# ---- design 1 ----
===== config.mk =====
export PLATFORM = sky130hd
export DESIGN_NAME = nvdla_dbb_duplex_bridge_flat
export DESIGN_NICKNAME = d
export VERILOG_FILES = /design/src/rtl/nvdla_dbb_duplex_bridge_pkg.sv /design/src/rtl/nvdla_dbb_duplex_bridge_if.sv /design/src/rtl/nvdla_dbb_beat_cnt.sv /design/src/rtl/nvdla_dbb_duplex_bridge.sv /design/src/flat_wrapper.sv
export SDC_FILE = /design/constraint.sdc
export NUM_CORES = 1
export LEC_CHECK = 0
export CORE_ASPECT_RATIO = 0.6
export CORE_MARGIN = 2
export CORE_UTILIZATION = 38
export CTS_CLUSTER_SIZE = 25
export DETAILED_ROUTE_END_ITERATION = 6
export PLACE_DENSITY = 0.82
export SLEW_MARGIN = 20
export SYNTH_ARGS = -nofsm -noshare
export SYNTH_HDL_FRONTEND = slang
export SYNTH_SLANG_ARGS = --single-unit

===== constraint.sdc =====
create_clock -name clk_i -period 2.3 [get_ports clk_i]
set_clock_uncertainty 0.15 [all_clocks]
set_input_delay 0.46 -clock clk_i [delete_from_list [all_inputs] [get_ports clk_i]]
set_output_delay 0.46 -clock clk_i [all_outputs]
set_load 0.03 [all_outputs]

===== src/rtl/nvdla_dbb_duplex_bridge_pkg.sv =====
// Shared types and default widths for the NVDLA DBB duplex bridge.
// Contents:
//   DBB_* localparams   default data/addr/id/len widths
//   state_dbb_wr_t      write-channel FSM states
//   state_dbb_rd_t      read-channel FSM states
package nvdla_dbb_duplex_bridge_pkg;

    localparam int unsigned DBB_DW   = 32;
    localparam int unsigned DBB_AW   = 32;
    localparam int unsigned DBB_IDW  = 8;
    localparam int unsigned DBB_LENW = 4;

    typedef enum logic [1:0] {
        W_IDLE  = 2'd0,
        W_DATA  = 2'd1,
        W_DRAIN = 2'd2,
        W_RESP  = 2'd3
    } state_dbb_wr_t;

    typedef enum logic [1:0] {
        R_IDLE = 2'd0,
        R_DATA = 2'd1,
        R_DONE = 2'd2
    } state_dbb_rd_t;

endpackage


===== src/rtl/nvdla_dbb_duplex_bridge_if.sv =====
// DBB-side bundle of the duplex bridge: write request/data/response and
// read request/data channels.
// Modports:
//   master  the DBB initiator (drives requests, write data, response ready,
//           read-data ready)
//   slave   the bridge (drives request readies, write response, read data)
// Signal names keep the _i/_o suffixes as seen from the bridge.
interface nvdla_dbb_duplex_bridge_if
    import nvdla_dbb_duplex_bridge_pkg::*;
#(
    parameter int unsigned DW   = DBB_DW,
    parameter int unsigned AW   = DBB_AW,
    parameter int unsigned IDW  = DBB_IDW,
    parameter int unsigned LENW = DBB_LENW
) ();

    // write request
    logic            wr_req_valid_i;
    logic            wr_req_ready_o;
    logic [AW-1:0]   wr_req_addr_i;
    logic [LENW-1:0] wr_req_len_i;
    logic [IDW-1:0]  wr_req_id_i;
    // write data
    logic            wr_dat_valid_i;
    logic            wr_dat_ready_o;
    logic [DW-1:0]   wr_dat_data_i;
    logic [DW/8-1:0] wr_dat_strb_i;
    logic            wr_dat_last_i;
    // write response
    logic            wr_rsp_valid_o;
    logic            wr_rsp_ready_i;
    logic [IDW-1:0]  wr_rsp_id_o;
    // read request
    logic            rd_req_valid_i;
    logic            rd_req_ready_o;
    logic [AW-1:0]   rd_req_addr_i;
    logic [LENW-1:0] rd_req_len_i;
    logic [IDW-1:0]  rd_req_id_i;
    // read data
    logic            rd_dat_valid_o;
    logic            rd_dat_ready_i;
    logic [DW-1:0]   rd_dat_data_o;
    logic [IDW-1:0]  rd_dat_id_o;
    logic            rd_dat_last_o;

    modport master (
        output wr_req_valid_i, wr_req_addr_i, wr_req_len_i, wr_req_id_i,
        output wr_dat_valid_i, wr_dat_data_i, wr_dat_strb_i, wr_dat_last_i,
        output wr_rsp_ready_i,
        output rd_req_valid_i, rd_req_addr_i, rd_req_len_i, rd_req_id_i,
        output rd_dat_ready_i,
        input  wr_req_ready_o, wr_dat_ready_o, wr_rsp_valid_o, wr_rsp_id_o,
        input  rd_req_ready_o, rd_dat_valid_o, rd_dat_data_o, rd_dat_id_o,
        input  rd_dat_last_o
    );

    modport slave (
        input  wr_req_valid_i, wr_req_addr_i, wr_req_len_i, wr_req_id_i,
        input  wr_dat_valid_i, wr_dat_data_i, wr_dat_strb_i, wr_dat_last_i,
        input  wr_rsp_ready_i,
        input  rd_req_valid_i, rd_req_addr_i, rd_req_len_i, rd_req_id_i,
        input  rd_dat_ready_i,
        output wr_req_ready_o, wr_dat_ready_o, wr_rsp_valid_o, wr_rsp_id_o,
        output rd_req_ready_o, rd_dat_valid_o, rd_dat_data_o, rd_dat_id_o,
        output rd_dat_last_o
    );

endinterface


===== src/rtl/nvdla_dbb_beat_cnt.sv =====
// Burst beat counter for one bridge channel.
// Ports:
//   clk_i, rst_ni  clock, asynchronous active-low reset
//   clr_i          synchronous return to zero (wins over inc_i)
//   inc_i          count one accepted beat
//   len_i          burst length as beats-1
//   is_last_o      current beat is the final one of the burst (cnt == len)
module nvdla_dbb_beat_cnt
    import nvdla_dbb_duplex_bridge_pkg::*;
#(
    parameter int unsigned LENW = DBB_LENW
) (
    input  logic            clk_i,
    input  logic            rst_ni,
    input  logic            clr_i,
    input  logic            inc_i,
    input  logic [LENW-1:0] len_i,
    output logic            is_last_o
);

    logic [LENW-1:0] cnt_q, cnt_d;

    // The owner clears on the final beat, so the count never wraps inside
    // a burst even when len is all ones.
    always_comb begin
        cnt_d = cnt_q;
        if (clr_i) begin
            cnt_d = '0;
        end else if (inc_i) begin
            cnt_d = cnt_q + LENW'(1);
        end
    end

    always_ff @(posedge clk_i or negedge rst_ni) begin
        if (!rst_ni) begin
            cnt_q <= '0;
        end else begin
            cnt_q <= cnt_d;
        end
    end

    assign is_last_o = (cnt_q == len_i);

endmodule


===== src/rtl/nvdla_dbb_duplex_bridge.sv =====
// Full-duplex bridge between the NVDLA DBB channels and two HWPE streamers.
// Writes go to the sink streamer, reads come from the source streamer; the
// two channels have independent FSMs and run concurrently.
// Ports:
//   clk_i, rst_ni, clear_i      clock, async active-low reset, sync soft clear
//   dbb                         DBB request/data/response bundle (slave side)
//   snk_start_o/snk_ready_i     sink streamer start pulse / idle indication
//   snk_addr_o/snk_size_o       sink base address / beat count (len+1)
//   snk_valid_o/snk_ready_i_s   sink stream handshake, snk_data_o/snk_strb_o
//   src_start_o/src_ready_i     source streamer start pulse / idle indication
//   src_addr_o/src_size_o       source base address / beat count (len+1)
//   src_valid_i/src_ready_o     source stream handshake, src_data_i
//   wr_err_o                    sticky: write 'last' disagreed with length
//   idle_o                      both channel FSMs idle
module nvdla_dbb_duplex_bridge
    import nvdla_dbb_duplex_bridge_pkg::*;
#(
    parameter int unsigned DW   = DBB_DW,
    parameter int unsigned AW   = DBB_AW,
    parameter int unsigned IDW  = DBB_IDW,
    parameter int unsigned LENW = DBB_LENW
) (
    input  logic             clk_i,
    input  logic             rst_ni,
    input  logic             clear_i,

    nvdla_dbb_duplex_bridge_if.slave dbb,

    output logic             snk_start_o,
    input  logic             snk_ready_i,
    output logic [AW-1:0]    snk_addr_o,
    output logic [LENW:0]    snk_size_o,
    output logic             snk_valid_o,
    input  logic             snk_ready_i_s,
    output logic [DW-1:0]    snk_data_o,
    output logic [DW/8-1:0]  snk_strb_o,

    output logic             src_start_o,
    input  logic             src_ready_i,
    output logic [AW-1:0]    src_addr_o,
    output logic [LENW:0]    src_size_o,
    input  logic             src_valid_i,
    output logic             src_ready_o,
    input  logic [DW-1:0]    src_data_i,

    output logic             wr_err_o,
    output logic             idle_o
);

    localparam logic [LENW:0] ONE = {{LENW{1'b0}}, 1'b1};

    // ------------------------------------------------------------------
    // State
    // ------------------------------------------------------------------
    state_dbb_wr_t   wr_state_q, wr_state_d;
    logic [AW-1:0]   wr_addr_q,  wr_addr_d;
    logic [LENW-1:0] wr_len_q,   wr_len_d;
    logic [IDW-1:0]  wr_id_q,    wr_id_d;
    logic            wr_err_q,   wr_err_d;

    state_dbb_rd_t   rd_state_q, rd_state_d;
    logic [AW-1:0]   rd_addr_q,  rd_addr_d;
    logic [LENW-1:0] rd_len_q,   rd_len_d;
    logic [IDW-1:0]  rd_id_q,    rd_id_d;

    logic wr_cnt_clr, wr_cnt_inc, wr_is_last;
    logic rd_cnt_clr, rd_cnt_inc, rd_is_last;

    // ------------------------------------------------------------------
    // Beat counters: index 0 = write channel, index 1 = read channel
    // ------------------------------------------------------------------
    logic [1:0]      cnt_clr, cnt_inc, cnt_last;
    logic [LENW-1:0] cnt_len [2];

    assign cnt_clr    = {rd_cnt_clr, wr_cnt_clr};
    assign cnt_inc    = {rd_cnt_inc, wr_cnt_inc};
    assign cnt_len[0] = wr_len_q;
    assign cnt_len[1] = rd_len_q;
    assign wr_is_last = cnt_last[0];
    assign rd_is_last = cnt_last[1];

    generate
        for (genvar gi = 0; gi < 2; gi++) begin : g_beat_cnt
            nvdla_dbb_beat_cnt #(
                .LENW (LENW)
            ) u_beat_cnt (
                .clk_i     (clk_i),
                .rst_ni    (rst_ni),
                .clr_i     (cnt_clr[gi]),
                .inc_i     (cnt_inc[gi]),
                .len_i     (cnt_len[gi]),
                .is_last_o (cnt_last[gi])
            );
        end
    endgenerate

    // ------------------------------------------------------------------
    // Write channel
    // ------------------------------------------------------------------
    // While idle the streamer sees the request fields directly so that
    // base address and size are valid in the same cycle as the start pulse.
    assign snk_addr_o  = (wr_state_q == W_IDLE) ? dbb.wr_req_addr_i : wr_addr_q;
    assign snk_size_o  = {1'b0, ((wr_state_q == W_IDLE) ? dbb.wr_req_len_i : wr_len_q)} + ONE;
    assign snk_data_o  = dbb.wr_dat_data_i;
    assign snk_strb_o  = dbb.wr_dat_strb_i;
    assign dbb.wr_rsp_id_o = wr_id_q;
    assign wr_err_o    = wr_err_q;

    always_comb begin
        wr_state_d         = wr_state_q;
        wr_addr_d          = wr_addr_q;
        wr_len_d           = wr_len_q;
        wr_id_d            = wr_id_q;
        wr_err_d           = wr_err_q;
        wr_cnt_clr         = 1'b0;
        wr_cnt_inc         = 1'b0;
        dbb.wr_req_ready_o = 1'b0;
        dbb.wr_dat_ready_o = 1'b0;
        dbb.wr_rsp_valid_o = 1'b0;
        snk_start_o        = 1'b0;
        snk_valid_o        = 1'b0;

        unique case (wr_state_q)
            W_IDLE: begin
                if (dbb.wr_req_valid_i && snk_ready_i) begin
                    dbb.wr_req_ready_o = 1'b1;
                    snk_start_o        = 1'b1;
                    wr_addr_d          = dbb.wr_req_addr_i;
                    wr_len_d           = dbb.wr_req_len_i;
                    wr_id_d            = dbb.wr_req_id_i;
                    wr_cnt_clr         = 1'b1;
                    wr_state_d         = W_DATA;
                end
            end
            W_DATA: begin
                snk_valid_o        = dbb.wr_dat_valid_i;
                dbb.wr_dat_ready_o = snk_ready_i_s;
                if (dbb.wr_dat_valid_i && snk_ready_i_s) begin
                    wr_cnt_inc = 1'b1;
                    // The counted length is authoritative; a disagreeing
                    // 'last' only raises the sticky flag.
                    if (dbb.wr_dat_last_i != wr_is_last) begin
                        wr_err_d = 1'b1;
                    end
                    if (wr_is_last) begin
                        wr_cnt_clr = 1'b1;
                        wr_state_d = W_DRAIN;
                    end
                end
            end
            W_DRAIN: begin
                // Sink reports idle only once all stores are committed.
                if (snk_ready_i) begin
                    wr_state_d = W_RESP;
                end
            end
            W_RESP: begin
                dbb.wr_rsp_valid_o = 1'b1;
                if (dbb.wr_rsp_ready_i) begin
                    wr_state_d = W_IDLE;
                end
            end
            default: wr_state_d = W_IDLE;
        endcase

        // Soft clear aborts any burst without a response and drops the
        // sticky error; no handshake is offered in the clear cycle.
        if (clear_i) begin
            wr_state_d         = W_IDLE;
            wr_addr_d          = '0;
            wr_len_d           = '0;
            wr_id_d            = '0;
            wr_err_d           = 1'b0;
            wr_cnt_clr         = 1'b1;
            wr_cnt_inc         = 1'b0;
            dbb.wr_req_ready_o = 1'b0;
            dbb.wr_dat_ready_o = 1'b0;
            dbb.wr_rsp_valid_o = 1'b0;
            snk_start_o        = 1'b0;
            snk_valid_o        = 1'b0;
        end
    end

    always_ff @(posedge clk_i or negedge rst_ni) begin
        if (!rst_ni) begin
            wr_state_q <= W_IDLE;
            wr_addr_q  <= '0;
            wr_len_q   <= '0;
            wr_id_q    <= '0;
            wr_err_q   <= 1'b0;
        end else begin
            wr_state_q <= wr_state_d;
            wr_addr_q  <= wr_addr_d;
            wr_len_q   <= wr_len_d;
            wr_id_q    <= wr_id_d;
            wr_err_q   <= wr_err_d;
        end
    end

    // ------------------------------------------------------------------
    // Read channel
    // ------------------------------------------------------------------
    assign src_addr_o        = (rd_state_q == R_IDLE) ? dbb.rd_req_addr_i : rd_addr_q;
    assign src_size_o        = {1'b0, ((rd_state_q == R_IDLE) ? dbb.rd_req_len_i : rd_len_q)} + ONE;
    assign dbb.rd_dat_data_o = src_data_i;
    assign dbb.rd_dat_id_o   = rd_id_q;

    always_comb begin
        rd_state_d         = rd_state_q;
        rd_addr_d          = rd_addr_q;
        rd_len_d           = rd_len_q;
        rd_id_d            = rd_id_q;
        rd_cnt_clr         = 1'b0;
        rd_cnt_inc         = 1'b0;
        dbb.rd_req_ready_o = 1'b0;
        dbb.rd_dat_valid_o = 1'b0;
        dbb.rd_dat_last_o  = 1'b0;
        src_start_o        = 1'b0;
        src_ready_o        = 1'b0;

        unique case (rd_state_q)
            R_IDLE: begin
                if (dbb.rd_req_valid_i && src_ready_i) begin
                    dbb.rd_req_ready_o = 1'b1;
                    src_start_o        = 1'b1;
                    rd_addr_d          = dbb.rd_req_addr_i;
                    rd_len_d           = dbb.rd_req_len_i;
                    rd_id_d            = dbb.rd_req_id_i;
                    rd_cnt_clr         = 1'b1;
                    rd_state_d         = R_DATA;
                end
            end
            R_DATA: begin
                dbb.rd_dat_valid_o = src_valid_i;
                src_ready_o        = dbb.rd_dat_ready_i;
                dbb.rd_dat_last_o  = rd_is_last;
                if (src_valid_i && dbb.rd_dat_ready_i) begin
                    rd_cnt_inc = 1'b1;
                    if (rd_is_last) begin
                        rd_cnt_clr = 1'b1;
                        rd_state_d = R_DONE;
                    end
                end
            end
            R_DONE: begin
                if (src_ready_i) begin
                    rd_state_d = R_IDLE;
                end
            end
            default: rd_state_d = R_IDLE;
        endcase

        if (clear_i) begin
            rd_state_d         = R_IDLE;
            rd_addr_d          = '0;
            rd_len_d           = '0;
            rd_id_d            = '0;
            rd_cnt_clr         = 1'b1;
            rd_cnt_inc         = 1'b0;
            dbb.rd_req_ready_o = 1'b0;
            dbb.rd_dat_valid_o = 1'b0;
            dbb.rd_dat_last_o  = 1'b0;
            src_start_o        = 1'b0;
            src_ready_o        = 1'b0;
        end
    end

    always_ff @(posedge clk_i or negedge rst_ni) begin
        if (!rst_ni) begin
            rd_state_q <= R_IDLE;
            rd_addr_q  <= '0;
            rd_len_q   <= '0;
            rd_id_q    <= '0;
        end else begin
            rd_state_q <= rd_state_d;
            rd_addr_q  <= rd_addr_d;
            rd_len_q   <= rd_len_d;
            rd_id_q    <= rd_id_d;
        end
    end

    assign idle_o = (wr_state_q == W_IDLE) && (rd_state_q == R_IDLE);

endmodule


===== src/flat_wrapper.sv =====
// flat-port wrapper written by rule: the top's interface ports become plain ports
module nvdla_dbb_duplex_bridge_flat import nvdla_dbb_duplex_bridge_pkg::*;
#(
    parameter int unsigned DW   = DBB_DW,
    parameter int unsigned AW   = DBB_AW,
    parameter int unsigned IDW  = DBB_IDW,
    parameter int unsigned LENW = DBB_LENW
)
  (clk_i, rst_ni, clear_i, snk_start_o, snk_ready_i, snk_addr_o, snk_size_o, snk_valid_o, snk_ready_i_s, snk_data_o, snk_strb_o, src_start_o, src_ready_i, src_addr_o, src_size_o, src_valid_i, src_ready_o, src_data_i, wr_err_o, idle_o, dbb_wr_req_valid_i, dbb_wr_req_addr_i, dbb_wr_req_len_i, dbb_wr_req_id_i, dbb_wr_dat_valid_i, dbb_wr_dat_data_i, dbb_wr_dat_strb_i, dbb_wr_dat_last_i, dbb_wr_rsp_ready_i, dbb_rd_req_valid_i, dbb_rd_req_addr_i, dbb_rd_req_len_i, dbb_rd_req_id_i, dbb_rd_dat_ready_i, dbb_wr_req_ready_o, dbb_wr_dat_ready_o, dbb_wr_rsp_valid_o, dbb_wr_rsp_id_o, dbb_rd_req_ready_o, dbb_rd_dat_valid_o, dbb_rd_dat_data_o, dbb_rd_dat_id_o, dbb_rd_dat_last_o);
  nvdla_dbb_duplex_bridge_if #(.DW(DW), .AW(AW), .IDW(IDW), .LENW(LENW)) dbb_i ();
  input  logic clk_i;
  input  logic rst_ni;
  input  logic clear_i;
  output logic snk_start_o;
  input  logic snk_ready_i;
  output logic [AW-1:0] snk_addr_o;
  output logic [LENW:0] snk_size_o;
  output logic snk_valid_o;
  input  logic snk_ready_i_s;
  output logic [DW-1:0] snk_data_o;
  output logic [DW/8-1:0] snk_strb_o;
  output logic src_start_o;
  input  logic src_ready_i;
  output logic [AW-1:0] src_addr_o;
  output logic [LENW:0] src_size_o;
  input  logic src_valid_i;
  output logic src_ready_o;
  input  logic [DW-1:0] src_data_i;
  output logic wr_err_o;
  output logic idle_o;
  input wire logic [$bits(dbb_i.wr_req_valid_i)-1:0] dbb_wr_req_valid_i;
  input wire logic [$bits(dbb_i.wr_req_addr_i)-1:0] dbb_wr_req_addr_i;
  input wire logic [$bits(dbb_i.wr_req_len_i)-1:0] dbb_wr_req_len_i;
  input wire logic [$bits(dbb_i.wr_req_id_i)-1:0] dbb_wr_req_id_i;
  input wire logic [$bits(dbb_i.wr_dat_valid_i)-1:0] dbb_wr_dat_valid_i;
  input wire logic [$bits(dbb_i.wr_dat_data_i)-1:0] dbb_wr_dat_data_i;
  input wire logic [$bits(dbb_i.wr_dat_strb_i)-1:0] dbb_wr_dat_strb_i;
  input wire logic [$bits(dbb_i.wr_dat_last_i)-1:0] dbb_wr_dat_last_i;
  input wire logic [$bits(dbb_i.wr_rsp_ready_i)-1:0] dbb_wr_rsp_ready_i;
  input wire logic [$bits(dbb_i.rd_req_valid_i)-1:0] dbb_rd_req_valid_i;
  input wire logic [$bits(dbb_i.rd_req_addr_i)-1:0] dbb_rd_req_addr_i;
  input wire logic [$bits(dbb_i.rd_req_len_i)-1:0] dbb_rd_req_len_i;
  input wire logic [$bits(dbb_i.rd_req_id_i)-1:0] dbb_rd_req_id_i;
  input wire logic [$bits(dbb_i.rd_dat_ready_i)-1:0] dbb_rd_dat_ready_i;
  output wire logic [$bits(dbb_i.wr_req_ready_o)-1:0] dbb_wr_req_ready_o;
  output wire logic [$bits(dbb_i.wr_dat_ready_o)-1:0] dbb_wr_dat_ready_o;
  output wire logic [$bits(dbb_i.wr_rsp_valid_o)-1:0] dbb_wr_rsp_valid_o;
  output wire logic [$bits(dbb_i.wr_rsp_id_o)-1:0] dbb_wr_rsp_id_o;
  output wire logic [$bits(dbb_i.rd_req_ready_o)-1:0] dbb_rd_req_ready_o;
  output wire logic [$bits(dbb_i.rd_dat_valid_o)-1:0] dbb_rd_dat_valid_o;
  output wire logic [$bits(dbb_i.rd_dat_data_o)-1:0] dbb_rd_dat_data_o;
  output wire logic [$bits(dbb_i.rd_dat_id_o)-1:0] dbb_rd_dat_id_o;
  output wire logic [$bits(dbb_i.rd_dat_last_o)-1:0] dbb_rd_dat_last_o;
  assign dbb_i.wr_req_valid_i = dbb_wr_req_valid_i;
  assign dbb_i.wr_req_addr_i = dbb_wr_req_addr_i;
  assign dbb_i.wr_req_len_i = dbb_wr_req_len_i;
  assign dbb_i.wr_req_id_i = dbb_wr_req_id_i;
  assign dbb_i.wr_dat_valid_i = dbb_wr_dat_valid_i;
  assign dbb_i.wr_dat_data_i = dbb_wr_dat_data_i;
  assign dbb_i.wr_dat_strb_i = dbb_wr_dat_strb_i;
  assign dbb_i.wr_dat_last_i = dbb_wr_dat_last_i;
  assign dbb_i.wr_rsp_ready_i = dbb_wr_rsp_ready_i;
  assign dbb_i.rd_req_valid_i = dbb_rd_req_valid_i;
  assign dbb_i.rd_req_addr_i = dbb_rd_req_addr_i;
  assign dbb_i.rd_req_len_i = dbb_rd_req_len_i;
  assign dbb_i.rd_req_id_i = dbb_rd_req_id_i;
  assign dbb_i.rd_dat_ready_i = dbb_rd_dat_ready_i;
  assign dbb_wr_req_ready_o = dbb_i.wr_req_ready_o;
  assign dbb_wr_dat_ready_o = dbb_i.wr_dat_ready_o;
  assign dbb_wr_rsp_valid_o = dbb_i.wr_rsp_valid_o;
  assign dbb_wr_rsp_id_o = dbb_i.wr_rsp_id_o;
  assign dbb_rd_req_ready_o = dbb_i.rd_req_ready_o;
  assign dbb_rd_dat_valid_o = dbb_i.rd_dat_valid_o;
  assign dbb_rd_dat_data_o = dbb_i.rd_dat_data_o;
  assign dbb_rd_dat_id_o = dbb_i.rd_dat_id_o;
  assign dbb_rd_dat_last_o = dbb_i.rd_dat_last_o;
  nvdla_dbb_duplex_bridge #(.DW(DW), .AW(AW), .IDW(IDW), .LENW(LENW)) u_core (.clk_i(clk_i), .rst_ni(rst_ni), .clear_i(clear_i), .dbb(dbb_i), .snk_start_o(snk_start_o), .snk_ready_i(snk_ready_i), .snk_addr_o(snk_addr_o), .snk_size_o(snk_size_o), .snk_valid_o(snk_valid_o), .snk_ready_i_s(snk_ready_i_s), .snk_data_o(snk_data_o), .snk_strb_o(snk_strb_o), .src_start_o(src_start_o), .src_ready_i(src_ready_i), .src_addr_o(src_addr_o), .src_size_o(src_size_o), .src_valid_i(src_valid_i), .src_ready_o(src_ready_o), .src_data_i(src_data_i), .wr_err_o(wr_err_o), .idle_o(idle_o));
endmodule

# ---- design 2 ----
[src/rtl/muldiv_pkg.sv]
// Shared encodings for the Execute-stage multiply/divide unit.
package muldiv_pkg;

   typedef enum logic [2:0] {
      MD_MULT  = 3'd0,
      MD_MULTU = 3'd1,
      MD_DIV   = 3'd2,
      MD_DIVU  = 3'd3,
      MD_MFHI  = 3'd4,
      MD_MFLO  = 3'd5,
      MD_MTHI  = 3'd6,
      MD_MTLO  = 3'd7
   } md_op_e;

   typedef enum logic [1:0] {
      IDLE = 2'd0,
      RUN  = 2'd1,
      FIX  = 2'd2
   } md_state_e;

   // True for the multi-cycle arithmetic ops that occupy the FSM.
   function automatic logic is_muldiv(input md_op_e op);
      return (op == MD_MULT) || (op == MD_MULTU) || (op == MD_DIV) || (op == MD_DIVU);
   endfunction

endpackage

[src/rtl/muldiv_absneg.sv]
// Conditional two's-complement negate; used for operand magnitudes and result sign fix-up.
module muldiv_absneg #(
   parameter int unsigned W = 32
) (
   input  logic         i_neg,
   input  logic [W-1:0] i_val,
   output logic [W-1:0] o_val_c
);

   assign o_val_c = i_neg ? (~i_val + W'(1)) : i_val;

endmodule

[src/rtl/ex_muldiv_unit.sv]
// Iterative MULT/MULTU/DIV/DIVU unit owning HI/LO, with MFHI/MFLO/MTHI/MTLO support.
// Optional divide-by-zero flag output enabled by defining MULDIV_DIVZ_FLAG_EN.
module ex_muldiv_unit
   import muldiv_pkg::*;
#(
   parameter int unsigned WIDTH = 32
) (
   input  logic             clk,
   input  logic             rst_n,
   input  logic             start_i,
   input  logic [2:0]       op_i,
   input  logic [WIDTH-1:0] a_i,
   input  logic [WIDTH-1:0] b_i,
   input  logic             flush_i,
   output logic             busy_o,
   output logic             stall_o,
   output logic             done_o,
   output logic [WIDTH-1:0] hi_o,
   output logic [WIDTH-1:0] lo_o,
   output logic [WIDTH-1:0] result_o
`ifdef MULDIV_DIVZ_FLAG_EN
   ,
   output logic             divz_o
`endif
);

   localparam int unsigned CNT_W = $clog2(WIDTH) + 1;

   md_state_e          r_state, w_state_nxt;
   logic [CNT_W-1:0]   r_cnt;
   logic [WIDTH-1:0]   r_p, r_q, r_m, r_hi, r_lo;
   logic               r_is_div, r_neg_q, r_neg_r, r_done;

   md_op_e             w_op;
   logic               w_md_start, w_signed, w_div_op, w_a_neg, w_b_neg;
   logic [WIDTH-1:0]   w_a_mag, w_b_mag, w_quo_fix, w_rem_fix, w_rem_nxt;
   logic [2*WIDTH-1:0] w_prod_fix;
   logic [WIDTH:0]     w_add, w_shl;
   logic               w_ge;

   assign w_op       = md_op_e'(op_i);
   assign w_div_op   = (w_op == MD_DIV) || (w_op == MD_DIVU);
   assign w_signed   = (w_op == MD_MULT) || (w_op == MD_DIV);
   assign w_a_neg    = w_signed && a_i[WIDTH-1];
   assign w_b_neg    = w_signed && b_i[WIDTH-1];
   assign w_md_start = start_i && is_muldiv(w_op) && (r_state == IDLE);

   muldiv_absneg #(.W(WIDTH))   u_abs_a    (.i_neg(w_a_neg), .i_val(a_i),        .o_val_c(w_a_mag));
   muldiv_absneg #(.W(WIDTH))   u_abs_b    (.i_neg(w_b_neg), .i_val(b_i),        .o_val_c(w_b_mag));
   muldiv_absneg #(.W(2*WIDTH)) u_fix_prod (.i_neg(r_neg_q), .i_val({r_p, r_q}), .o_val_c(w_prod_fix));
   muldiv_absneg #(.W(WIDTH))   u_fix_quo  (.i_neg(r_neg_q), .i_val(r_q),        .o_val_c(w_quo_fix));
   muldiv_absneg #(.W(WIDTH))   u_fix_rem  (.i_neg(r_neg_r), .i_val(r_p),        .o_val_c(w_rem_fix));

   // One shift-add step: r_p is the running high half, r_q the multiplier shifting out.
   assign w_add = {1'b0, r_p} + (r_q[0] ? {1'b0, r_m} : '0);

   // One restoring-divide step: r_p is the partial remainder, r_q the dividend/quotient.
   assign w_shl     = {r_p, r_q[WIDTH-1]};
   assign w_ge      = (w_shl >= {1'b0, r_m});
   assign w_rem_nxt = w_ge ? (w_shl[WIDTH-1:0] - r_m) : w_shl[WIDTH-1:0];

   always_ff @(posedge clk or negedge rst_n) begin
      if (!rst_n) r_state <= IDLE;
      else        r_state <= w_state_nxt;
   end

   always_comb begin
      w_state_nxt = r_state;
      case (r_state)
         IDLE:    if (w_md_start) w_state_nxt = RUN;
         RUN:     if (r_cnt == CNT_W'(1)) w_state_nxt = FIX;
         FIX:     w_state_nxt = IDLE;
         default: w_state_nxt = IDLE;
      endcase
      if (flush_i) w_state_nxt = IDLE;
   end

   always_ff @(posedge clk or negedge rst_n) begin
      if (!rst_n) begin
         r_cnt    <= '0;
         r_p      <= '0;
         r_q      <= '0;
         r_m      <= '0;
         r_is_div <= 1'b0;
         r_neg_q  <= 1'b0;
         r_neg_r  <= 1'b0;
      end else if (r_state == IDLE) begin
         if (w_md_start && !flush_i) begin
            r_cnt    <= CNT_W'(WIDTH);
            r_p      <= '0;
            r_q      <= w_a_mag;
            r_m      <= w_b_mag;
            r_is_div <= w_div_op;
            r_neg_q  <= w_a_neg ^ w_b_neg;
            r_neg_r  <= w_a_neg;
         end
      end else if (r_state == RUN) begin
         r_cnt <= r_cnt - CNT_W'(1);
         if (r_is_div) begin
            r_p <= w_rem_nxt;
            r_q <= {r_q[WIDTH-2:0], w_ge};
         end else begin
            r_p <= w_add[WIDTH:1];
            r_q <= {w_add[0], r_q[WIDTH-1:1]};
         end
      end
   end

   // HI/LO: written by FIX completion or by MTHI/MTLO in IDLE; a flush blocks both.
   always_ff @(posedge clk or negedge rst_n) begin
      if (!rst_n) begin
         r_hi   <= '0;
         r_lo   <= '0;
         r_done <= 1'b0;
      end else begin
         r_done <= (r_state == FIX) && !flush_i;
         if ((r_state == FIX) && !flush_i) begin
            if (r_is_div) begin
               r_hi <= w_rem_fix;
               r_lo <= w_quo_fix;
            end else begin
               {r_hi, r_lo} <= w_prod_fix;
            end
         end else if ((r_state == IDLE) && start_i && !flush_i) begin
            if (w_op == MD_MTHI) r_hi <= a_i;
            if (w_op == MD_MTLO) r_lo <= a_i;
         end
      end
   end

`ifdef MULDIV_DIVZ_FLAG_EN
   logic r_divz_pend, r_divz;

   always_ff @(posedge clk or negedge rst_n) begin
      if (!rst_n) begin
         r_divz_pend <= 1'b0;
         r_divz      <= 1'b0;
      end else begin
         if (w_md_start && !flush_i) r_divz_pend <= w_div_op && (b_i == '0);
         r_divz <= (r_state == FIX) && !flush_i && r_is_div && r_divz_pend;
      end
   end

   assign divz_o = r_divz;
`endif

   assign busy_o   = (r_state != IDLE);
   assign stall_o  = busy_o || w_md_start ||
                     (start_i && ((w_op == MD_MFHI) || (w_op == MD_MFLO)) && busy_o);
   assign done_o   = r_done;
   assign hi_o     = r_hi;
   assign lo_o     = r_lo;
   assign result_o = (w_op == MD_MFHI) ? r_hi : (w_op == MD_MFLO) ? r_lo : '0;

endmodule

[config.mk]
export PLATFORM = sky130hd
export DESIGN_NAME = ex_muldiv_unit
export DESIGN_NICKNAME = d
export VERILOG_FILES = /design/src/rtl/muldiv_pkg.sv /design/src/rtl/muldiv_absneg.sv /design/src/rtl/ex_muldiv_unit.sv
export SDC_FILE = /design/constraint.sdc
export NUM_CORES = 1
export LEC_CHECK = 0
export CAP_MARGIN = 40
export CELL_PAD_IN_SITES_DETAIL_PLACEMENT = 0
export CELL_PAD_IN_SITES_GLOBAL_PLACEMENT = 1
export CORE_ASPECT_RATIO = 0.5
export CORE_UTILIZATION = 47
export CTS_BUF_LIST = sky130_fd_sc_hd__clkbuf_8
export DETAILED_ROUTE_END_ITERATION = 8
export GPL_TIMING_DRIVEN = 1
export PLACE_DENSITY = 0.95
export SYNTH_ARGS = -nofsm -noshare
export SYNTH_HDL_FRONTEND = slang
export SYNTH_SLANG_ARGS = --single-unit
[constraint.sdc]
create_clock -name clk -period 6.3 [get_ports clk]
set_clock_uncertainty 0.15 [all_clocks]
set_input_delay 0.945 -clock clk [delete_from_list [all_inputs] [get_ports clk]]
set_output_delay 0.945 -clock clk [all_outputs]
set_load 0.005 [all_outputs]
Fig. 1: design 1, wiring by layer
(2 px per um) Only two layers are drawn.
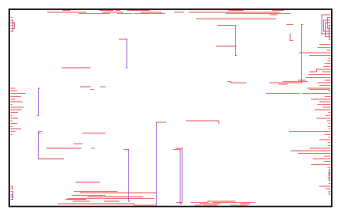
layer	colour	wire length
met3	red	1160 um
met4	purple	256 um

==> run_results.csv, design 1 <==
group,metric,value,unit
detailed_routing,drt_wl_total,17700,um
timing,finalSetupViolCount,68,
finish,drive_gt1_frac,0.441,
finish,antenna_cells,0,
finish,fill_cells,1054,
worst_setup_path,critical_path.max_stage_delay,0.39,ns
logic_synthesis,edf_count,0,
finish,clk_share,0.0357,
status,status,"finished with violations",
floorplanning,die_width,161,um
logic_synthesis,yosys_cells,473,
clocking,cts_tree,"done",
floorplanning,dieArea,15700,um2
status,violations,"setup timing",
logic_synthesis,synth_flops,101,
timing,layout_setup_ws,-0.254,ns
detailed_routing,drt-wirelength-per-cell,19.5,um
finish,regArea,2530,um2
detailed_routing,final_antenna_net_count,0,
placement,io_buffers,202,
floorplanning,rows,34,
finish,seq_cells,101,
power_and_ir_drop,combPwrFrac,0.592,
detailed_routing,drc,0,
power_and_ir_drop,power.group.top,"combinational cells",
logic_synthesis,most_common_cell,"dfrtp_1",
## design 1: final timing paths
check	from	endpoint	slack [ns]	cells after the start
max in group asynchronous	rst_ni	u_core.rd_addr_q[22]	1.50	2
setup reg to reg	u_core.rd_state_q[0]	u_core.rd_addr_q[10]	0.17	8
hold reg to reg	u_core.rd_addr_q[25]	u_core.rd_addr_q[25]	0.35	1
min in group clk_i	u_core.rd_addr_q[25]	u_core.rd_addr_q[25]	0.35	1
setup / recovery	u_core.wr_state_q[0]	snk_size_o[3]	-0.25	7
hold / removal	rst_ni	u_core.rd_addr_q[19]	0.001	2
## design 1: metrics by stage
stage	hold slack, ns	utilization
after floorplan	0.0144	-
after global placement	0.329	0.538
after detailed placement	0.328	0.538
after CTS	0.0631	0.625
after global routing	0.0803	0.633
final	0.00121	0.633
## design 1: critical path: cells and delay by family, from the launching register on
| family | cells | cell delay (ns) |
|---|---|---|
| XOR/XNOR | 1 | 0.14 |
| AND/OR/NAND/NOR | 1 | 0.21 |
| flip-flops | 1 | 0.39 |
| multiplexers | 1 | 0.32 |
| buffers and inverters | 3 | 0.37 |
| adder cells (fa/ha/maj) | 1 | 0.18 |
Fig. 2: design 2, gate-type map
(2 px per um)
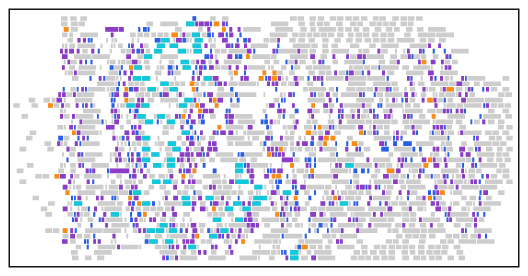
family	colour	cells	most used
adder and majority cells	cyan	72	ha_1
AND and OR gates	orange	61	or3_1
NAND gates	blue	288	nand2_1
inverting AOI/OAI gates	purple	482	o21ai_0
Top cell excl fill/tap: nand2_1
Layout Cells excl Fill: 2408
Comb/total area: 0.577

==> run_results.csv, design 2 <==
group,metric,value,unit
power_and_ir_drop,swShare,0.489,
timing,fin_crit_sh,0.676,
finish,logic_area,9980,um2
timing,tightest_slew,0.883,ns
floorplanning,initCoreUtil,0.485,
logic_synthesis,syn_area,14900,um2
finish,fill_cells,2935,
finish,sh_seq_area,0.249,
global_routing,grt_max_degree,88,
finish,regArea,4310,um2
clocking,clk_latency,0.52,ns
timing,whs,0.336,ns
logic_synthesis,synth_nets,2017,
power_and_ir_drop,pwr-share-seq,0.291,
logic_synthesis,ys_sh_aoi,0.244,
flow_run,cap_violations,0,
detailed_routing,drt-wirelength-per-cell,19.6,um
logic_synthesis,fa_ha_area_frac,0.0614,
detailed_routing,vias,14300,
power_and_ir_drop,power_density,409,nW/um2
detailed_routing,drtPass1Iterations,6,
logic_synthesis,ys_seq_frac,0.288,
clocking,clock_path_buffers,2,
clocking,cts_hold_buf,0,
logic_synthesis,edf_count,0,
logic_synthesis,synthFlopType,"dfrtp_1",
floorplanning,ios,170,
detailed_routing,vias_per_cell,5.95,
clocking,cts_resized,0,
power_and_ir_drop,power.group.top,"combinational cells",
clocking,cts_tree,"done",
timing,finalSetupViolCount,0,
power_and_ir_drop,seq_cell_power,0.00206,W
logic_synthesis,logic_family,"AND-OR/OR-AND gates",
logic_synthesis,yosysTopAreaCell,"dfrtp_1",
status,status,"finished, final reports clean",
global_routing,grt_pass1_wl,74900,um
-- design 2: routing by layer --
metal | share of wire | GRT usage | vias up
li1 | - | - | 6890
met1 | 0.47 | 0.431 | 6794
met2 | 0.42 | 0.439 | 568
met3 | 0.077 | 0.0552 | 72
met4 | 0.024 | 0.0889 | 0
met5 | 0 | 0 | -
-- design 2: final timing paths --
path | start | slack (ns) | to
max in group asynchronous | rst_n | 4.49 | lo_o[21]
setup / recovery | op_i[0] | 2.04 | result_o[19]
hold reg to reg | r_m[11] | 0.34 | r_m[11]
hold / removal | rst_n | 0.34 | r_m[7]
min in group clk | r_m[11] | 0.34 | r_m[11]
setup reg to reg | r_q[31] | 2.29 | r_p[30]
-- design 2: cells in the mapped netlist (12+ instances only) --
cell	instances
ha_1	70
a211oi_1	17
o21ai_0	202
nand2_1	223
mux2i_1	111
nand3_1	31
a21oi_1	150
o31ai_1	25
nor2_1	156
nor3_1	32
a22o_1	32
or4_1	12
or3_1	13
nand2b_1	14
xor2_1	76
nand4_1	14
inv_1	66
a21o_1	42
clkbuf_1	97
xnor2_1	99
nor4_1	14
a31oi_1	17
nor2b_1	20
dfrtp_1	172

# ---- design 3 ----
--- src/rtl/fetch_stage_pkg.sv ---
// Shared parameters and types for the instruction fetch stage.
package fetch_stage_pkg;

   typedef logic [31:0] word;

   typedef enum logic {
      BRANCH_DISABLE = 1'b0,
      BRANCH_ENABLE  = 1'b1
   } branch_en_t;

   typedef enum logic [1:0] {
      FETCH = 2'd0,
      FLUSH = 2'd1,
      HALT  = 2'd2
   } fetch_state_t;

   typedef struct packed {
      word pc;
      word inst;
   } fetch_entry_t;

   localparam int FETCH_DEPTH = 2;

   // Clear the two low address bits (word alignment).
   function automatic word align_word(input word addr);
      return addr & 32'hFFFF_FFFC;
   endfunction

endpackage

--- src/rtl/fetch_fifo.sv ---
// Two-entry {pc, inst} buffer between instruction memory and decode.
// Clear and rst both empty it; push while full is accepted only with a pop.
module fetch_fifo
   import fetch_stage_pkg::*;
(
   input  logic clk,
   input  logic rst,
   input  logic clear,
   input  logic push,
   input  logic pop,
   input  word  push_pc,
   input  word  push_inst,
   output word  head_pc,
   output word  head_inst,
   output logic full,
   output logic empty
);

   localparam logic [1:0] DEPTH_C = 2'(FETCH_DEPTH);

   fetch_entry_t mem_r [FETCH_DEPTH];
   logic         rd_ptr_r;
   logic         wr_ptr_r;
   logic [1:0]   count_r;
   logic         push_ok_s;
   logic         pop_ok_s;

   assign full      = (count_r == DEPTH_C);
   assign empty     = (count_r == 2'd0);
   assign pop_ok_s  = pop & ~empty;
   assign push_ok_s = push & (~full | pop_ok_s);
   assign head_pc   = mem_r[rd_ptr_r].pc;
   assign head_inst = mem_r[rd_ptr_r].inst;

   // Pointer and occupancy bookkeeping.
   always_ff @(posedge clk) begin
      if (rst || clear) begin
         rd_ptr_r <= 1'b0;
         wr_ptr_r <= 1'b0;
         count_r  <= 2'd0;
      end else begin
         if (push_ok_s) begin
            wr_ptr_r <= ~wr_ptr_r;
         end
         if (pop_ok_s) begin
            rd_ptr_r <= ~rd_ptr_r;
         end
         count_r <= count_r + {1'b0, push_ok_s} - {1'b0, pop_ok_s};
      end
   end

   // Entry storage; contents need no reset because occupancy gates them.
   always_ff @(posedge clk) begin
      if (push_ok_s) begin
         mem_r[wr_ptr_r] <= '{pc: push_pc, inst: push_inst};
      end
   end

endmodule

--- src/rtl/fetch_stage.sv ---
// Instruction fetch stage: issues sequential requests, buffers in-order
// responses with their PCs, and handles redirects by discarding in-flight
// responses. Optional macro FETCH_MISALIGN_TRAP_EN traps misaligned
// redirect targets into HALT; without it the target is word-aligned.
module fetch_stage
   import fetch_stage_pkg::*;
#(
   parameter word RESET_PC = 32'h0000_0000
)
(
   input  logic       clk,
   input  logic       rst,
   input  branch_en_t branch_scs,
   input  word        branch_target,
   output logic       imem_req_valid,
   input  logic       imem_req_ready,
   output word        imem_addr,
   input  logic       imem_rsp_valid,
   input  word        imem_rsp_data,
   output logic       inst_valid,
   input  logic       inst_ready,
   output word        inst,
   output word        inst_pc,
   output logic       misalign
);

   fetch_state_t state_r, state_s;
   word          pc_r, pc_s, target_s;
   logic [1:0]   outstanding_r, out_next_s;
   logic [1:0]   drop_count_r, drop_s, drop_dec_s;
   logic [1:0]   buffered_s;
   logic [2:0]   occ_s;
   logic         redirect_s, rsp_take_s, handshake_s, pop_s, push_s, clear_s;
   logic         full_s, empty_s, req_valid_s;
   word          head_pc_s, head_inst_s;
`ifdef FETCH_MISALIGN_TRAP_EN
   logic         misalign_r, misalign_s, misaligned_s;
   assign target_s     = branch_target;
   assign misaligned_s = |branch_target[1:0];
   assign misalign     = misalign_r & ~rst;
`else
   assign target_s     = align_word(branch_target);
   assign misalign     = 1'b0;
`endif

   assign redirect_s  = (branch_scs == BRANCH_ENABLE);
   assign rsp_take_s  = imem_rsp_valid & (outstanding_r != 2'd0);
   assign buffered_s  = full_s ? 2'd2 : (empty_s ? 2'd0 : 2'd1);
   assign inst_valid  = ~empty_s & ~rst;
   assign pop_s       = inst_valid & inst_ready;
   assign occ_s       = {1'b0, outstanding_r} + {1'b0, buffered_s} - {2'b00, pop_s};
   assign handshake_s = req_valid_s & imem_req_ready;
   assign out_next_s  = outstanding_r + {1'b0, handshake_s} - {1'b0, rsp_take_s};
   assign drop_dec_s  = (rsp_take_s && (drop_count_r != 2'd0)) ? (drop_count_r - 2'd1) : drop_count_r;

   assign imem_req_valid = req_valid_s;
   assign imem_addr      = pc_r;
   assign inst           = head_inst_s;
   assign inst_pc        = head_pc_s;

   // Request valid: fetching, no redirect, and room once this cycle's pop is credited.
   always_comb begin
      req_valid_s = 1'b0;
      if ((state_r == FETCH) && !redirect_s && !rst) begin
         req_valid_s = (occ_s < 3'd2);
      end else begin
         req_valid_s = 1'b0;
      end
   end

   // Next-state, PC, drop count and buffer control.
   always_comb begin
      state_s = state_r;
      pc_s    = handshake_s ? (pc_r + 32'd4) : pc_r;
      drop_s  = drop_count_r;
      push_s  = 1'b0;
      clear_s = 1'b0;
`ifdef FETCH_MISALIGN_TRAP_EN
      misalign_s = 1'b0;
`endif
      case (state_r)
         FETCH: begin
            if (redirect_s) begin
               pc_s    = target_s;
               clear_s = 1'b1;
               drop_s  = out_next_s;
               state_s = (out_next_s != 2'd0) ? FLUSH : FETCH;
            end else begin
               push_s  = rsp_take_s;
            end
         end
         FLUSH: begin
            drop_s  = drop_dec_s;
            clear_s = 1'b1;
            if (redirect_s) begin
               pc_s = target_s;
            end else begin
               pc_s = pc_r;
            end
            state_s = (drop_dec_s != 2'd0) ? FLUSH : FETCH;
         end
`ifdef FETCH_MISALIGN_TRAP_EN
         HALT: begin
            drop_s  = drop_dec_s;
            clear_s = 1'b1;
            if (redirect_s) begin
               pc_s    = target_s;
               state_s = (drop_dec_s != 2'd0) ? FLUSH : FETCH;
            end else begin
               state_s = HALT;
            end
         end
`endif
         default: begin
            state_s = FETCH;
            clear_s = 1'b1;
            drop_s  = out_next_s;
         end
      endcase
`ifdef FETCH_MISALIGN_TRAP_EN
      if (redirect_s && misaligned_s) begin
         state_s    = HALT;
         clear_s    = 1'b1;
         push_s     = 1'b0;
         misalign_s = 1'b1;
      end else begin
         misalign_s = 1'b0;
      end
`endif
   end

   // Architectural state registers.
   always_ff @(posedge clk) begin
      if (rst) begin
         state_r       <= FETCH;
         pc_r          <= RESET_PC;
         outstanding_r <= 2'd0;
         drop_count_r  <= 2'd0;
      end else begin
         state_r       <= state_s;
         pc_r          <= pc_s;
         outstanding_r <= out_next_s;
         drop_count_r  <= drop_s;
      end
   end

`ifdef FETCH_MISALIGN_TRAP_EN
   // One-cycle misalign pulse following a misaligned redirect.
   always_ff @(posedge clk) begin
      if (rst) begin
         misalign_r <= 1'b0;
      end else begin
         misalign_r <= misalign_s;
      end
   end
`endif

   fetch_fifo u_fifo (
      .clk       (clk),
      .rst       (rst),
      .clear     (clear_s),
      .push      (push_s),
      .pop       (pop_s),
      .push_pc   (pc_r - (32'd4 * {30'd0, outstanding_r}) + 32'd0),
      .push_inst (imem_rsp_data),
      .head_pc   (head_pc_s),
      .head_inst (head_inst_s),
      .full      (full_s),
      .empty     (empty_s)
   );

endmodule
--- config.mk ---
export PLATFORM = sky130hd
export DESIGN_NAME = fetch_stage
export DESIGN_NICKNAME = d
export VERILOG_FILES = /design/src/rtl/fetch_stage_pkg.sv /design/src/rtl/fetch_fifo.sv /design/src/rtl/fetch_stage.sv
export SDC_FILE = /design/constraint.sdc
export NUM_CORES = 1
export LEC_CHECK = 0
export ABC_CLOCK_PERIOD_IN_PS = 5400
export CORE_ASPECT_RATIO = 0.6
export CORE_MARGIN = 2
export CORE_UTILIZATION = 50
export DETAILED_ROUTE_END_ITERATION = 6
export PLACE_DENSITY = 0.8
export SYNTH_ARGS = -nofsm -noshare
export SYNTH_HDL_FRONTEND = slang
export SYNTH_SLANG_ARGS = --single-unit
--- constraint.sdc ---
create_clock -name clk -period 5.4 [get_ports clk]
set_input_delay 0.81 -clock clk [delete_from_list [all_inputs] [get_ports clk]]
set_output_delay 0.81 -clock clk [all_outputs]
set_load 0.02 [all_outputs]
# ---- design 4 ----
<file path="src/rtl/block_nest_checker_pkg.sv">
// Shared types and constants for the begin/end nesting checker.
// Word-FSM states, ASCII keyword letters, debug tag codes and the case-fold helper.
package block_chk_pkg;

  typedef enum logic [3:0] {
    S_SEP, S_B, S_BE, S_BEG, S_BEGI, S_BEGIN, S_E, S_EN, S_END, S_OTHER
  } word_st_e;

  localparam logic [7:0] CH_SEP = 8'h20;
  localparam logic [7:0] CH_B   = 8'h62;
  localparam logic [7:0] CH_E   = 8'h65;
  localparam logic [7:0] CH_G   = 8'h67;
  localparam logic [7:0] CH_I   = 8'h69;
  localparam logic [7:0] CH_N   = 8'h6e;
  localparam logic [7:0] CH_D   = 8'h64;

  localparam logic [1:0] T_IDLE    = 2'd0;
  localparam logic [1:0] T_PARTIAL = 2'd1;
  localparam logic [1:0] T_KEYWORD = 2'd2;
  localparam logic [1:0] T_OTHER   = 2'd3;

  function automatic logic [7:0] fold_lower(input logic [7:0] c);
    return (c >= 8'h41 && c <= 8'h5a) ? (c | 8'h20) : c;
  endfunction

  function automatic logic [1:0] state_tag(input word_st_e st);
    case (st)
      S_SEP:            return T_IDLE;
      S_BEGIN, S_END:   return T_KEYWORD;
      S_OTHER:          return T_OTHER;
      default:          return T_PARTIAL;
    endcase
  endfunction

endpackage

</file>
<file path="src/rtl/block_nest_checker_kw_matcher.sv">
// Case fold plus word FSM; flags keyword completion and the undo of a tentative keyword.
// Hit/undo strobes are combinational from the current state and the incoming char.
module kw_matcher
  import block_chk_pkg::*;
#(
  parameter bit CASE_INSENS = 1'b1
) (
  input  logic       clk,
  input  logic       rst_n,
  input  logic       clr_i,
  input  logic       in_valid_i,
  input  logic [7:0] char_i,
  output logic       begin_hit_o,
  output logic       end_hit_o,
  output logic       undo_o,
  output logic       undo_begin_o,
  output logic [1:0] t_o
);

  word_st_e   st_q, st_d;
  logic [1:0] t_q;
  logic [7:0] c;
  logic       is_sep;

  always_comb begin
    c      = CASE_INSENS ? fold_lower(char_i) : char_i;
    is_sep = (char_i == CH_SEP);
    st_d   = S_OTHER;
    if (is_sep) begin
      st_d = S_SEP;
    end else begin
      case (st_q)
        S_SEP:   st_d = (c == CH_B) ? S_B : ((c == CH_E) ? S_E : S_OTHER);
        S_B:     st_d = (c == CH_E) ? S_BE    : S_OTHER;
        S_BE:    st_d = (c == CH_G) ? S_BEG   : S_OTHER;
        S_BEG:   st_d = (c == CH_I) ? S_BEGI  : S_OTHER;
        S_BEGI:  st_d = (c == CH_N) ? S_BEGIN : S_OTHER;
        S_E:     st_d = (c == CH_N) ? S_EN    : S_OTHER;
        S_EN:    st_d = (c == CH_D) ? S_END   : S_OTHER;
        default: st_d = S_OTHER;
      endcase
    end
  end

  // Only the last prefix state can reach a keyword state, so entry == completion.
  assign begin_hit_o  = in_valid_i && (st_d == S_BEGIN);
  assign end_hit_o    = in_valid_i && (st_d == S_END);
  assign undo_o       = in_valid_i && !is_sep && ((st_q == S_BEGIN) || (st_q == S_END));
  assign undo_begin_o = (st_q == S_BEGIN);
  assign t_o          = t_q;

  always_ff @(posedge clk or negedge rst_n) begin
    if (!rst_n) begin
      st_q <= S_SEP;
      t_q  <= T_IDLE;
    end else if (clr_i) begin
      st_q <= S_SEP;
      t_q  <= T_IDLE;
    end else if (in_valid_i) begin
      st_q <= st_d;
      t_q  <= state_tag(st_d);
    end
  end

endmodule

</file>
<file path="config.mk">
export PLATFORM = sky130hd
export DESIGN_NAME = kw_matcher
export DESIGN_NICKNAME = d
export VERILOG_FILES = /design/src/rtl/block_nest_checker_pkg.sv /design/src/rtl/block_nest_checker_kw_matcher.sv
export SDC_FILE = /design/constraint.sdc
export NUM_CORES = 1
export LEC_CHECK = 0
export CAP_MARGIN = 30
export CORE_MARGIN = 2
export CORE_UTILIZATION = 43
export CTS_CLUSTER_DIAMETER = 150
export CTS_CLUSTER_SIZE = 30
export DETAILED_ROUTE_END_ITERATION = 8
export GPL_ROUTABILITY_DRIVEN = 0
export GPL_TIMING_DRIVEN = 0
export PLACE_DENSITY = 0.83
export SYNTH_ARGS = -nofsm -noshare
export SYNTH_HDL_FRONTEND = slang
export SYNTH_SLANG_ARGS = --single-unit
</file>
<file path="constraint.sdc">
create_clock -name clk -period 1.5 [get_ports clk]
set_input_delay 0.15 -clock clk [delete_from_list [all_inputs] [get_ports clk]]
set_output_delay 0.15 -clock clk [all_outputs]
set_load 0.05 [all_outputs]
</file>
Fig. 3: design 4, clock network drawn from the DEF
(12 px per um)
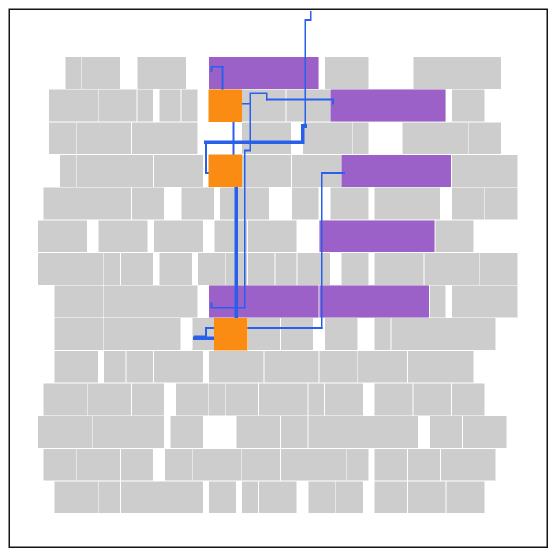
[clock wires] blue | length: 109 um
[cells driving clock nets] orange | count: 3
[flip-flops] purple | count: 6
routed clock nets	4

==> run_results.csv, design 4 <==
group,metric,value,unit
worst_setup_path,cp.depth,6,
timing,tightest_slew,0.525,ns
worst_setup_path,cp_max_fo,3,
finish,regArea,153,um2
worst_setup_path,crit_type,"register to output pin",
timing,hold_viol_final,0,
global_routing,grt_usage,0.290,
finish,seq_cells,6,
finish,logic_area,683,um2
status,violations,"setup timing",
logic_synthesis,fa_ha_area_frac,0,
worst_setup_path,crit_required,1.35,ns
clocking,numCtsBuffers,3,
logic_synthesis,synthDistinctLibCells,44,
timing,fin_crit_sh,1.35,
finish,clk_share,0.0170,
timing,maxSlewViolCount,0,
global_routing,grtUsageMet2,0.504,
floorplanning,rows,14,
detailed_routing,vias,939,
worst_setup_path,reg2reg_slack,-0.30,ns
power_and_ir_drop,pwr-share-seq,0.293,
clocking,cts_resized,61,
finish,nNetsFinal,141,
detailed_routing,drt_wl_total,3040,um
timing,layout_setup_ws,-0.521,ns
timing,finalSetupViolCount,9,
logic_synthesis,avgSynthCellArea,8.28,um2
power_and_ir_drop,ir_worst_vdd,0.376,mV
clocking,cts_root_buffer,"clkbuf_4",
logic_synthesis,ys_sh_mux,0.0316,
status,status,"finished with violations",
worst_setup_path,cp_top_family,"simple AND/OR/NAND/NOR gates",
-- design 4: state kept, by name, summed over array words and instances, names as in the netlist --
| signal | count |
|---|---|
| st_q | 4 |
| t_o | 2 |
-- design 4: per-stage QoR --
step                setup slack (ns)  total power [W]  hold WS [ns]
floorplan                     -0.340         0.000312        -0.146
global route                  -0.571         0.000657         0.173
global placement               -1.27         0.000383         0.401
CTS                           -0.470         0.000579         0.158
finish                        -0.521         0.000637         0.133
detailed placement             -1.30         0.000388         0.403
-- design 4: synth_stat cells, types with 2 or more instances --
master	instances	area (um2)
a21oi_1	5	25.0
a31oi_1	3	18.8
clkbuf_8	3	41.3
dfrtp_1	6	150
inv_1	2	7.51
mux2_2	2	22.5
nand2_1	6	22.5
nand2b_1	3	18.8
nand3_1	4	20.0
nand3b_1	3	22.5
nand4b_1	2	17.5
nor2_1	7	26.3
nor2b_1	2	12.5
nor4_1	4	25.0
o211ai_1	2	15.0
o21ai_0	2	10.0
o2bb2ai_1	2	17.5
or3b_1	2	17.5
Fig. 4: design 3, clock nets
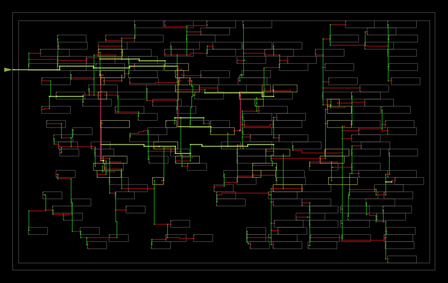
clock skew: 0.0144 ns
CTS buffer count: 17
clock buf count: 18

==> run_results.csv, design 3 <==
group,metric,value,unit
clocking,clk_pin_slew_worst_paths,0.07,ns
detailed_routing,drc,0,
timing,tns,0,ns
detailed_routing,drt-wirelength-per-cell,18.2,um
placement,dp_hpwl,11800,um
floorplanning,ios,169,
placement,dpl_worst_slack,0.811,ns
detailed_routing,final_antenna_net_count,0,
finish,final_area,9790,um2
power_and_ir_drop,combPwrFrac,0.206,
timing,rsz0062_at_grt,"no",
floorplanning,initCoreUtil,0.511,
logic_synthesis,top_cells_by_area,"edfxtp_1 (50%), dfxtp_1 (11%), mux2_2 (9.4%), xor2_1 (4.5%), a211oi_1 (2.7%)",
power_and_ir_drop,p_sw,0.000990,W
status,status,"finished, final reports clean",
worst_setup_path,crit_chain,"clkdlybuf4s50_1, o21ba_2, and2_1, ha_1, nand2b_1, fa_1, xor2_1, nand2_1, nor2_1, clkdlybuf4s50_1",
finish,synthToLayoutAreaGrowth,32.1,%
power_and_ir_drop,p_clk,0.00126,W
design 3: metal layers:
metal / track usage / vias up / wire length, um
li1: - / 2378 / -
met1: 0.313 / 2401 / 7650
met2: 0.336 / 219 / 7700
met3: 0.0569 / 9 / 1490
met4: 0.0385 / 0 / 91
met5: 0 / - / 0
design 3: cell families (layout without fill, tap and decap cells):
kind of cell	Yosys count	count (layout)	synth area share
buffers and inverters	56	218	0.0341
and+or+nand+nor	163	163	0.118
xor gates and xnor gates	61	61	0.0731
AOI/OAI and AO/OA	47	47	0.0458
muxes	63	63	0.0956
other	1	5	0.000506
adders and majority gates	12	12	0.0223
DFF	164	164	0.611
design 3: area by class of cell:
| cell class | instances | area [um2] |
|---|---|---|
| clock inverters | 14 | 191 |
| fillers | 1061 | 4720 |
| flip-flops and latches | 164 | 4530 |
| multi-input cells | 351 | 2660 |
| repair buffers | 169 | 1670 |
| well taps | 198 | 248 |
| inverters | 17 | 63.8 |
| clock buffers | 18 | 429 |
design 3: registers in the layout, indices dropped and copies added, names as in the netlist, named ones only:
name and cells:
u_fifo.wr_ptr_r 1, drop_count_r 2, state_r 1, u_fifo.mem_r 124, imem_addr 30, u_fifo.count_r 2
outstanding_r 2, u_fifo.rd_ptr_r 1


==> screenshots <==
Wiring by layer.
(a)
(2 px per um) Only two layers are drawn.
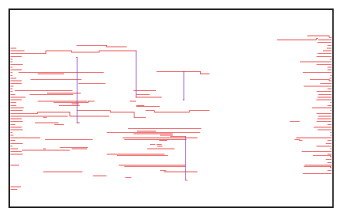
(b)
(1.5 px per um) Only two layers are drawn.
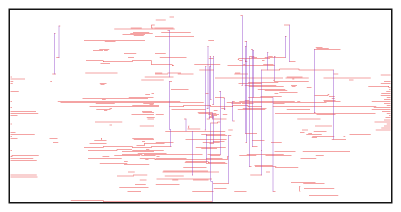
(c)
(6 px per um) Only two layers are drawn.
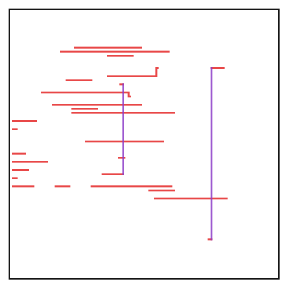
- (a) = design 3
- (c) = design 4
- (b) = design 2
- least wire: (c)
- largest die: (b)

Power and IR drop assume default switching activity.
